# ---- design 1 ----
### Met3 routing, design 1

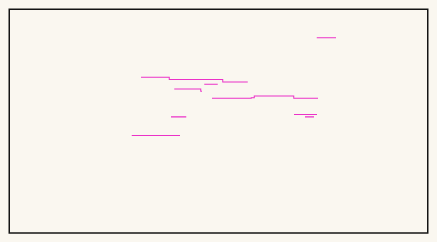
### I/O pins on the die edge, design 1

Pins as bars across the die edge, other pins in grey.
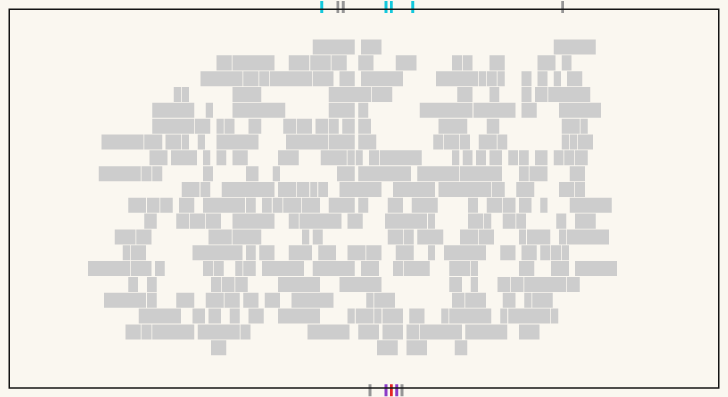
$ cat src/rtl/reset_sequencer_if.sv
// Request/status bundle between reset_sequencer and its environment.
// wdog_kick exists only when WATCHDOG_EN is defined.
interface reset_sequencer_if #(
  parameter int NUM_CH = 4
);
  logic              ext_reset_n;
  logic              soft_req;
`ifdef WATCHDOG_EN
  logic              wdog_kick;
`endif
  logic [NUM_CH-1:0] ch_reset;
  logic              all_released;
  logic              busy;
  logic [1:0]        reset_cause;

  modport master (
`ifdef WATCHDOG_EN
    output wdog_kick,
`endif
    output ext_reset_n, soft_req,
    input  ch_reset, all_released, busy, reset_cause
  );

  modport slave (
`ifdef WATCHDOG_EN
    input  wdog_kick,
`endif
    input  ext_reset_n, soft_req,
    output ch_reset, all_released, busy, reset_cause
  );
endinterface

$ cat src/rtl/reset_sequencer.sv
// Staged board reset generator with button debounce, software request and cause capture.
// Optional watchdog (cause 11) is built in when WATCHDOG_EN is defined.
module reset_sequencer #(
  parameter int NUM_CH      = 4,
  parameter int MIN_PULSE   = 480,
  parameter int STAGE_DELAY = 48,
  parameter int DEBOUNCE    = 16,
  parameter int CNT_W       = 16
`ifdef WATCHDOG_EN
  , parameter int WDOG_TIMEOUT = 48000
`endif
) (
  input  logic              clk_48mhz,
  input  logic              reset,
  reset_sequencer_if.slave  bus
);
  // state      | meaning
  // ST_ASSERT  | all channels held, hold counter running
  // ST_RELEASE | channels released one per STAGE_DELAY, idx = next channel
  // ST_RUN     | all released, waiting for a request
  typedef enum logic [1:0] {
    ST_ASSERT  = 2'd0,
    ST_RELEASE = 2'd1,
    ST_RUN     = 2'd2
  } state_t;

  localparam int IDX_W = (NUM_CH > 1) ? $clog2(NUM_CH) : 1;
  localparam logic [CNT_W-1:0] HOLD_LD  = CNT_W'(MIN_PULSE);
  localparam logic [CNT_W-1:0] STAGE_LD = CNT_W'(STAGE_DELAY - 1);
  localparam logic [CNT_W-1:0] DEB_LD   = CNT_W'(DEBOUNCE);
  localparam logic [IDX_W-1:0] IDX_ONE  = IDX_W'(1);
  localparam logic [IDX_W-1:0] IDX_LAST = IDX_W'(NUM_CH - 1);

  state_t            state, state_nxt;
  logic [CNT_W-1:0]  cnt, cnt_nxt;
  logic [IDX_W-1:0]  idx, idx_nxt;
  logic [NUM_CH-1:0] ch_q, ch_nxt;
  logic [1:0]        cause_q, cause_nxt;
  logic              all_rel_q, busy_q;

  logic [1:0]        sync_q;
  logic [CNT_W-1:0]  deb_cnt;
  logic              ext_hit, wdog_hit, req;

  // deb_cnt parks at zero while the button stays low, so a held button fires once
  always_ff @(posedge clk_48mhz) begin
    if (reset) begin
      sync_q  <= 2'b11;
      deb_cnt <= DEB_LD;
    end else begin
      sync_q <= {sync_q[0], bus.ext_reset_n};
      if (sync_q[1])
        deb_cnt <= DEB_LD;
      else if (deb_cnt != '0)
        deb_cnt <= deb_cnt - CNT_W'(1);
    end
  end

  assign ext_hit = !sync_q[1] && (deb_cnt == CNT_W'(1));

`ifdef WATCHDOG_EN
  localparam int WD_W = $clog2(WDOG_TIMEOUT + 1);
  logic [WD_W-1:0] wd_cnt;

  always_ff @(posedge clk_48mhz) begin
    if (reset || (state != ST_RUN) || bus.wdog_kick)
      wd_cnt <= '0;
    else
      wd_cnt <= wd_cnt + WD_W'(1);
  end

  assign wdog_hit = (state == ST_RUN) && !bus.wdog_kick &&
                    (wd_cnt == WD_W'(WDOG_TIMEOUT - 1));
`else
  assign wdog_hit = 1'b0;
`endif

  assign req = ext_hit | wdog_hit | bus.soft_req;

  always_ff @(posedge clk_48mhz) begin
    if (reset) begin
      state     <= ST_ASSERT;
      cnt       <= HOLD_LD;
      idx       <= IDX_ONE;
      ch_q      <= '1;
      cause_q   <= 2'b00;
      all_rel_q <= 1'b0;
      busy_q    <= 1'b1;
    end else begin
      state     <= state_nxt;
      cnt       <= cnt_nxt;
      idx       <= idx_nxt;
      ch_q      <= ch_nxt;
      cause_q   <= cause_nxt;
      all_rel_q <= (state_nxt == ST_RUN);
      busy_q    <= (state_nxt != ST_RUN);
    end
  end

  always_comb begin
    state_nxt = state;
    if (req) begin
      state_nxt = ST_ASSERT;
    end else begin
      case (state)
        ST_ASSERT:  if (cnt == '0) state_nxt = (NUM_CH == 1) ? ST_RUN : ST_RELEASE;
        ST_RELEASE: if (cnt == '0 && idx == IDX_LAST) state_nxt = ST_RUN;
        default:    state_nxt = state;
      endcase
    end
  end

  always_comb begin
    cnt_nxt   = cnt;
    idx_nxt   = idx;
    ch_nxt    = ch_q;
    cause_nxt = cause_q;
    if (req) begin
      cnt_nxt   = HOLD_LD;
      idx_nxt   = IDX_ONE;
      ch_nxt    = '1;
      cause_nxt = ext_hit ? 2'b01 : (wdog_hit ? 2'b11 : 2'b10);
    end else begin
      case (state)
        ST_ASSERT: begin
          if (cnt == '0) begin
            ch_nxt[0] = 1'b0;
            cnt_nxt   = STAGE_LD;
            idx_nxt   = IDX_ONE;
          end else begin
            cnt_nxt = cnt - CNT_W'(1);
          end
        end
        ST_RELEASE: begin
          if (cnt == '0) begin
            ch_nxt[idx] = 1'b0;
            idx_nxt     = idx + IDX_W'(1);
            cnt_nxt     = STAGE_LD;
          end else begin
            cnt_nxt = cnt - CNT_W'(1);
          end
        end
        default: begin
          cnt_nxt = cnt;
        end
      endcase
    end
  end

  assign bus.ch_reset     = ch_q;
  assign bus.all_released = all_rel_q;
  assign bus.busy         = busy_q;
  assign bus.reset_cause  = cause_q;

endmodule

$ cat src/flat_wrapper.sv
// flat-port wrapper written by rule: the top's interface ports become plain ports
module reset_sequencer_flat 
#(
  parameter int NUM_CH      = 4,
  parameter int MIN_PULSE   = 480,
  parameter int STAGE_DELAY = 48,
  parameter int DEBOUNCE    = 16,
  parameter int CNT_W       = 16

)
  (clk_48mhz, reset, bus_ext_reset_n, bus_soft_req, bus_ch_reset, bus_all_released, bus_busy, bus_reset_cause);
  reset_sequencer_if #(.NUM_CH(NUM_CH)) bus_i ();
  input  logic clk_48mhz;
  input  logic reset;
  input wire logic [$bits(bus_i.ext_reset_n)-1:0] bus_ext_reset_n;
  input wire logic [$bits(bus_i.soft_req)-1:0] bus_soft_req;
  output wire logic [$bits(bus_i.ch_reset)-1:0] bus_ch_reset;
  output wire logic [$bits(bus_i.all_released)-1:0] bus_all_released;
  output wire logic [$bits(bus_i.busy)-1:0] bus_busy;
  output wire logic [$bits(bus_i.reset_cause)-1:0] bus_reset_cause;
  assign bus_i.ext_reset_n = bus_ext_reset_n;
  assign bus_i.soft_req = bus_soft_req;
  assign bus_ch_reset = bus_i.ch_reset;
  assign bus_all_released = bus_i.all_released;
  assign bus_busy = bus_i.busy;
  assign bus_reset_cause = bus_i.reset_cause;
  reset_sequencer #(.NUM_CH(NUM_CH), .MIN_PULSE(MIN_PULSE), .STAGE_DELAY(STAGE_DELAY), .DEBOUNCE(DEBOUNCE), .CNT_W(CNT_W)) u_core (.clk_48mhz(clk_48mhz), .reset(reset), .bus(bus_i));
endmodule
$ cat config.mk
export PLATFORM = sky130hd
export DESIGN_NAME = reset_sequencer_flat
export DESIGN_NICKNAME = d
export VERILOG_FILES = /design/src/rtl/reset_sequencer_if.sv /design/src/rtl/reset_sequencer.sv /design/src/flat_wrapper.sv
export SDC_FILE = /design/constraint.sdc
export NUM_CORES = 1
export LEC_CHECK = 0
export CORE_ASPECT_RATIO = 0.5
export CORE_MARGIN = 4
export CORE_UTILIZATION = 35
export DETAILED_ROUTE_END_ITERATION = 6
export HOLD_SLACK_MARGIN = 0.12
export PLACE_DENSITY = 0.62
export SLEW_MARGIN = 40
export SYNTH_ARGS = -nofsm -noshare
export SYNTH_HDL_FRONTEND = slang
export SYNTH_SLANG_ARGS = --single-unit
$ cat constraint.sdc
create_clock -name clk_48mhz -period 2.3 [get_ports clk_48mhz]
set_input_delay 0.575 -clock clk_48mhz [delete_from_list [all_inputs] [get_ports clk_48mhz]]
set_output_delay 0.575 -clock clk_48mhz [all_outputs]
set_load 0.01 [all_outputs]
==> metrics.json <==
{
  "critPathMaxStageDelay_ps": 500,
  "status": "finished, final reports clean",
  "syn_to_final_growth_pct": 19.0,
  "flop_area_um2": 921,
  "p_seq_share_pct": 47.7,
  "gp_routability_congestion": 0.813,
  "die-area_mm2": 0.00789,
  "final_min_period_over_clock_period_pct": 96.2,
  "final.setup_skew_ps": 5.36,
  "layout.core_utilization_pct": 43.7,
  "synth_top_cell_by_area": "sky130_fd_sc_hd__dfxtp_1",
  "syn_nets": 269,
  "io_pins": 12,
  "grt_remaining_overflow": 0,
  "detail_route.vias_per_cell": 5.32,
  "taps": 88,
  "final_critical_delay_including_setup_and_external_delays_ps": 2210,
  "final_layout_size_suffix_gt1_share_pct": 11.3,
  "yosys.cell_types.count": 50,
  "clock_power_share_pct": 44.6,
  "cts.repair_timing.setup_buffer_count": 0,
  "max_slew.worst_pin.slew_ps": 503,
  "multiInputCombCellCount": 181,
  "most-common-layout-cells": "46 x sky130_fd_sc_hd__dfxtp_1, 21 x sky130_fd_sc_hd__a21oi_1, 15 x sky130_fd_sc_hd__inv_1",
  "seq_area_frac_synth_pct": 40.7,
  "worst-path-buf-inv": 1,
  "p_total_mw": 1.73,
  "avgRoutedWirePerCell_um": 12.9,
  "core_mm2": 0.00616
}
## Picture notes: 'Met3 routing' of design 1
longest straight run: 15.6 um
nets with wire on the layer: 8
share of all routed wire: 2.3%

## Picture notes: 'I/O pins on the die edge' of design 1
| port | colour | pins | direction | edge |
|---|---|---|---|---|
| bus_reset_cause | purple | 2 | output | bottom |
| bus_soft_req | red | 1 | input | bottom |
| bus_ch_reset | cyan | 4 | output | top |
all pins by edge: 7 top, 5 bottom

routing by layer:
layer / GRT usage [%] / vias up / share of wire (%)
met5: 0 / - / 0
met4: 3.35 / 0 / 0.36
met3: 3.14 / 2 / 2.3
met2: 22.6 / 16 / 48
met1: 14.6 / 926 / 49
li1: - / 983 / -
stage by stage:
| step | instance area (um^2) | std cells |
|---|---|---|
| 2_1_floorplan | 2260 | 257 |
| 3_3_place_gp | 2530 | 354 |
| 3_5_place_dp | 2530 | 354 |
| 4_1_cts | 2690 | 362 |
| 5_1_grt | 2690 | 362 |
| 6_report | 2690 | 362 |
final timing paths:
check	start	to	slack (ps)	cells after the start
setup / recovery	u_core.cnt[0]	u_core.cnt[10]	90	6
hold / removal	u_core.sync_q[0]	u_core.sync_q[1]	410	1
setup reg to reg	u_core.cnt[0]	u_core.cnt[10]	90	6
hold reg to reg	u_core.sync_q[0]	u_core.sync_q[1]	410	1
logic make-up after synthesis:
group                      synth area share, %
buffers and inverters                     5.42
and+or+nand+nor                           25.9
DFF                                       40.7
AOI/OAI and AO/OA                         19.0
adders and majority gates                 4.42
muxes                                     2.21
xor gates and xnor gates                  2.32

# ---- design 2 ----
File: src/rtl/inst_rom_arbiter.sv
// inst_rom_arbiter: two-port arbiter in front of a single combinational
// instruction ROM. Requester 0 is the IF stage, requester 1 is the
// debug/loader read port.
//
// Handshake: a requester raises mN_req with a stable mN_addr and holds both
// until mN_gnt pulses. The address is accepted in the gnt cycle. The word
// returns on mN_rdata with a one-cycle mN_rvalid pulse two cycles later.
// There is no back-pressure on the response side. A granted access always
// completes unless reset intervenes.
//
// Optional feature: define IFARB_ROUND_ROBIN_EN to resolve simultaneous
// requests round-robin. Otherwise requester 0 always wins ties.
module inst_rom_arbiter (
  input  logic        clk,
  input  logic        rst,
  input  logic        m0_req,
  input  logic [31:0] m0_addr,
  output logic        m0_gnt,
  output logic        m0_rvalid,
  output logic [31:0] m0_rdata,
  input  logic        m1_req,
  input  logic [31:0] m1_addr,
  output logic        m1_gnt,
  output logic        m1_rvalid,
  output logic [31:0] m1_rdata,
  output logic        rom_ce,
  output logic [31:0] rom_addr,
  input  logic [31:0] rom_inst,
  output logic [1:0]  dbg_state
);

  localparam logic [1:0] IDLE = 2'd0;
  localparam logic [1:0] READ = 2'd1;
  localparam logic [1:0] RESP = 2'd2;

  logic [1:0]  r_state;
  logic [29:0] r_addr;     // word address of the access in flight
  logic        r_owner;    // 0 = requester 0, 1 = requester 1
  logic [31:0] r_m0_rdata;
  logic [31:0] r_m1_rdata;
  logic        w_arb_open;
  logic        w_pick1;
  logic        w_gnt0;
  logic        w_gnt1;
  logic        w_unused_lsbs;

  // Byte-offset bits are dropped because the ROM is word-addressed.
  assign w_unused_lsbs = ^{m0_addr[1:0], m1_addr[1:0]};

`ifdef IFARB_ROUND_ROBIN_EN
  logic r_last_m1;  // 1 when requester 1 received the most recent grant

  // On a tie, grant the requester that did not win last time.
  always_comb begin
    w_pick1 = m1_req && (!m0_req || !r_last_m1);
  end

  // Update the last-grant pointer on every grant. Reset points it at
  // requester 1, so requester 0 wins the first tie.
  always_ff @(posedge clk) begin
    if (rst) begin
      r_last_m1 <= 1'b1;
    end else if (w_gnt0 || w_gnt1) begin
      r_last_m1 <= w_gnt1;
    end
  end
`else
  // Fixed priority: requester 1 wins only when requester 0 is not asking.
  always_comb begin
    w_pick1 = m1_req && !m0_req;
  end
`endif

  // Grants are combinational and are only offered while no ROM read is in progress.
  always_comb begin
    w_arb_open = !rst && ((r_state == IDLE) || (r_state == RESP));
    w_gnt1     = w_arb_open && w_pick1;
    w_gnt0     = w_arb_open && m0_req && !w_pick1;
  end

  // Drive the ROM only during READ. Responses are given only during RESP.
  always_comb begin
    m0_gnt    = w_gnt0;
    m1_gnt    = w_gnt1;
    rom_ce    = !rst && (r_state == READ);
    rom_addr  = rom_ce ? {r_addr, 2'b00} : 32'd0;
    m0_rvalid = !rst && (r_state == RESP) && !r_owner;
    m1_rvalid = !rst && (r_state == RESP) && r_owner;
    m0_rdata  = r_m0_rdata;
    m1_rdata  = r_m1_rdata;
    dbg_state = r_state;
  end

  // FSM, address/owner latch and per-owner read-data capture.
  always_ff @(posedge clk) begin
    if (rst) begin
      r_state    <= IDLE;
      r_addr     <= 30'd0;
      r_owner    <= 1'b0;
      r_m0_rdata <= 32'd0;
      r_m1_rdata <= 32'd0;
    end else begin
      if (w_gnt0 || w_gnt1) begin
        r_addr  <= w_gnt1 ? m1_addr[31:2] : m0_addr[31:2];
        r_owner <= w_gnt1;
      end
      case (r_state)
        IDLE: begin
          if (w_gnt0 || w_gnt1) r_state <= READ;
        end
        READ: begin
          if (r_owner) r_m1_rdata <= rom_inst;
          else         r_m0_rdata <= rom_inst;
          r_state <= RESP;
        end
        RESP: begin
          r_state <= (w_gnt0 || w_gnt1) ? READ : IDLE;
        end
        default: r_state <= IDLE;
      endcase
    end
  end

endmodule

File: config.mk
export PLATFORM = sky130hd
export DESIGN_NAME = inst_rom_arbiter
export DESIGN_NICKNAME = d
export VERILOG_FILES = /design/src/rtl/inst_rom_arbiter.sv
export SDC_FILE = /design/constraint.sdc
export NUM_CORES = 1
export LEC_CHECK = 0
export ABC_AREA = 1
export CORE_MARGIN = 5
export CORE_UTILIZATION = 41
export DETAILED_ROUTE_END_ITERATION = 8
export PLACE_DENSITY = 0.92
export REMOVE_ABC_BUFFERS = 1
export SLEW_MARGIN = 30
export SYNTH_ARGS = -nofsm -noshare
export SYNTH_HDL_FRONTEND = slang
export SYNTH_SLANG_ARGS = --single-unit
File: constraint.sdc
create_clock -name clk -period 1.4 [get_ports clk]
set_clock_uncertainty 0.05 [all_clocks]
set_input_delay 0.28 -clock clk [delete_from_list [all_inputs] [get_ports clk]]
set_output_delay 0.28 -clock clk [all_outputs]
set_load 0.03 [all_outputs]
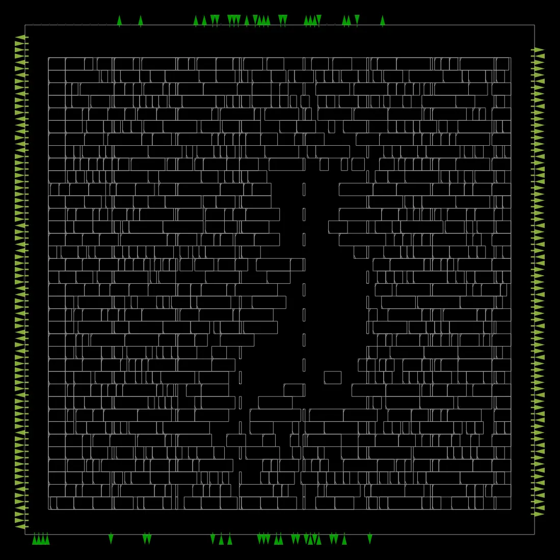
*Cell outlines without signal wires, design 2*
count of inserted tapcells: 133
final core utilization: 78.2%
flop share of the area: 25.4%
non-filler instance count after layout: 951

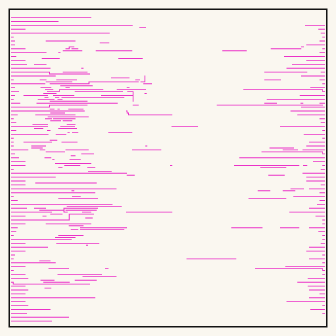
*Met3 routing, design 2*
wire length on this layer: 2220 um
main direction: horizontal
share of all routed wire: 12%
longest straight run: 42.3 um
nets with wire on the layer: 231
Vias: 5118
GR met3 Demand/Resource: 8.32%
final routed wirelength across all metal layers: 19000 um

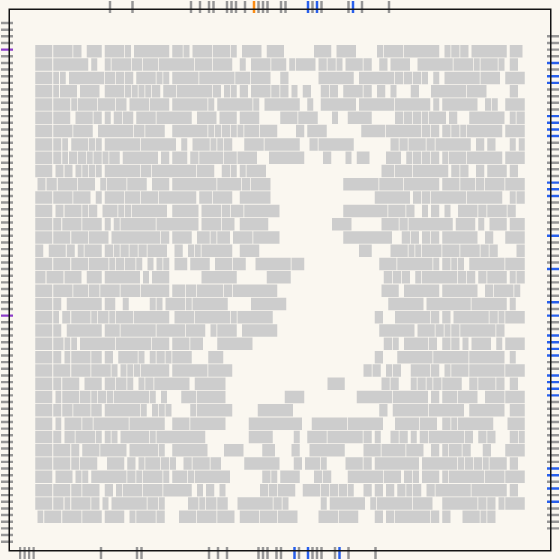
*I/O pins on the die edge, design 2*
Pins as bars across the die edge, other pins in grey.
| port | colour | pins | direction | edge |
|---|---|---|---|---|
| rst | orange | 1 | input | top |
| dbg_state | purple | 2 | output | left |
| m1_rdata | blue | 32 | output | 26 right, 3 top, 3 bottom |
all pins by edge: 79 left, 75 right, 25 bottom, 24 top

[worst max-delay path: stages (launching register included)]
cell and delay, ps:
sky130_fd_sc_hd__dfxtp_4 380, sky130_fd_sc_hd__buf_6 120, sky130_fd_sc_hd__nor2_4 140, sky130_fd_sc_hd__buf_6 130
sky130_fd_sc_hd__nand2_4 60, sky130_fd_sc_hd__nor2_4 110, sky130_fd_sc_hd__buf_6 140
[worst paths after layout]
| path | startpoint | end | slack (ps) |
|---|---|---|---|
| worst max-delay path | dbg_state[0] | m0_rvalid | -360 |
| worst min-delay path | m0_rdata[27] | m0_rdata[27] | 400 |
| worst max register to register | dbg_state[0] | r_addr[15] | -300 |
| worst min register to register | m0_rdata[27] | m0_rdata[27] | 400 |
[cells by family (layout without fill, tap and decap cells)]
group                  count (synthesis)  after routing  synth area share (%)
flip-flops                            97             97                  46.9
buffers and inverters                176            398                  16.8
AND/OR/NAND/NOR                      162            162                  16.8
AND-OR/OR-AND                        159            159                  19.3
other                                  1              2                0.0907
==> metrics.json <==
{
  "status": "finished with violations",
  "violations": "negative setup slack",
  "first_pass_grt_wire_length_um": 26800,
  "layout_setup_ws_ps": -362,
  "final-setup-viol-count": 67,
  "gp_routability_congestion": 0.819,
  "place_worst_setup_slack_ps": -517,
  "floorplan.die.height_um": 110,
  "flop_area_mm2": 0.00195,
  "multiInputCombCellCount": 323,
  "powerSeq_mw": 3.05,
  "final_critical_delay_including_setup_and_external_delays_ps": 1760,
  "clk-power_mw": 1.93,
  "final_min_period_over_clock_period_pct": 126,
  "met2RoutedLength_um": 9300,
  "count_of_antenna_violating_nets_left_after_detailed_routing": 0,
  "post_synth_most_frequent_cells": "131 x sky130_fd_sc_hd__inv_1, 97 x sky130_fd_sc_hd__dfxtp_1, 94 x sky130_fd_sc_hd__a21oi_1, 64 x sky130_fd_sc_hd__nand2_1, 64 x sky130_fd_sc_hd__nand3_1",
  "p_comb_mw": 2.08,
  "clockNetworkAreaShare_pct": 2.77
}


==> notes/layouts.md <==
Pictures saved along the way, in no particular order.

Placement density heat map.
(a)
11 x 11 tiles, from white (low) to dark blue (high), 0 to 100% covered.
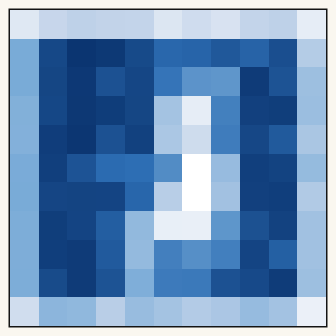
(b)
12 x 6 tiles, from white (low) to dark blue (high), 0 to 100% covered.
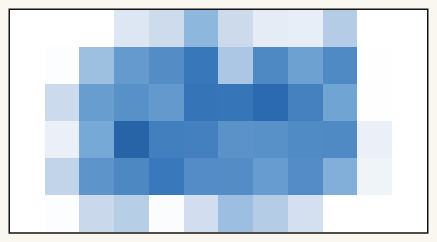
(a) is design 2.
(b) is design 1.

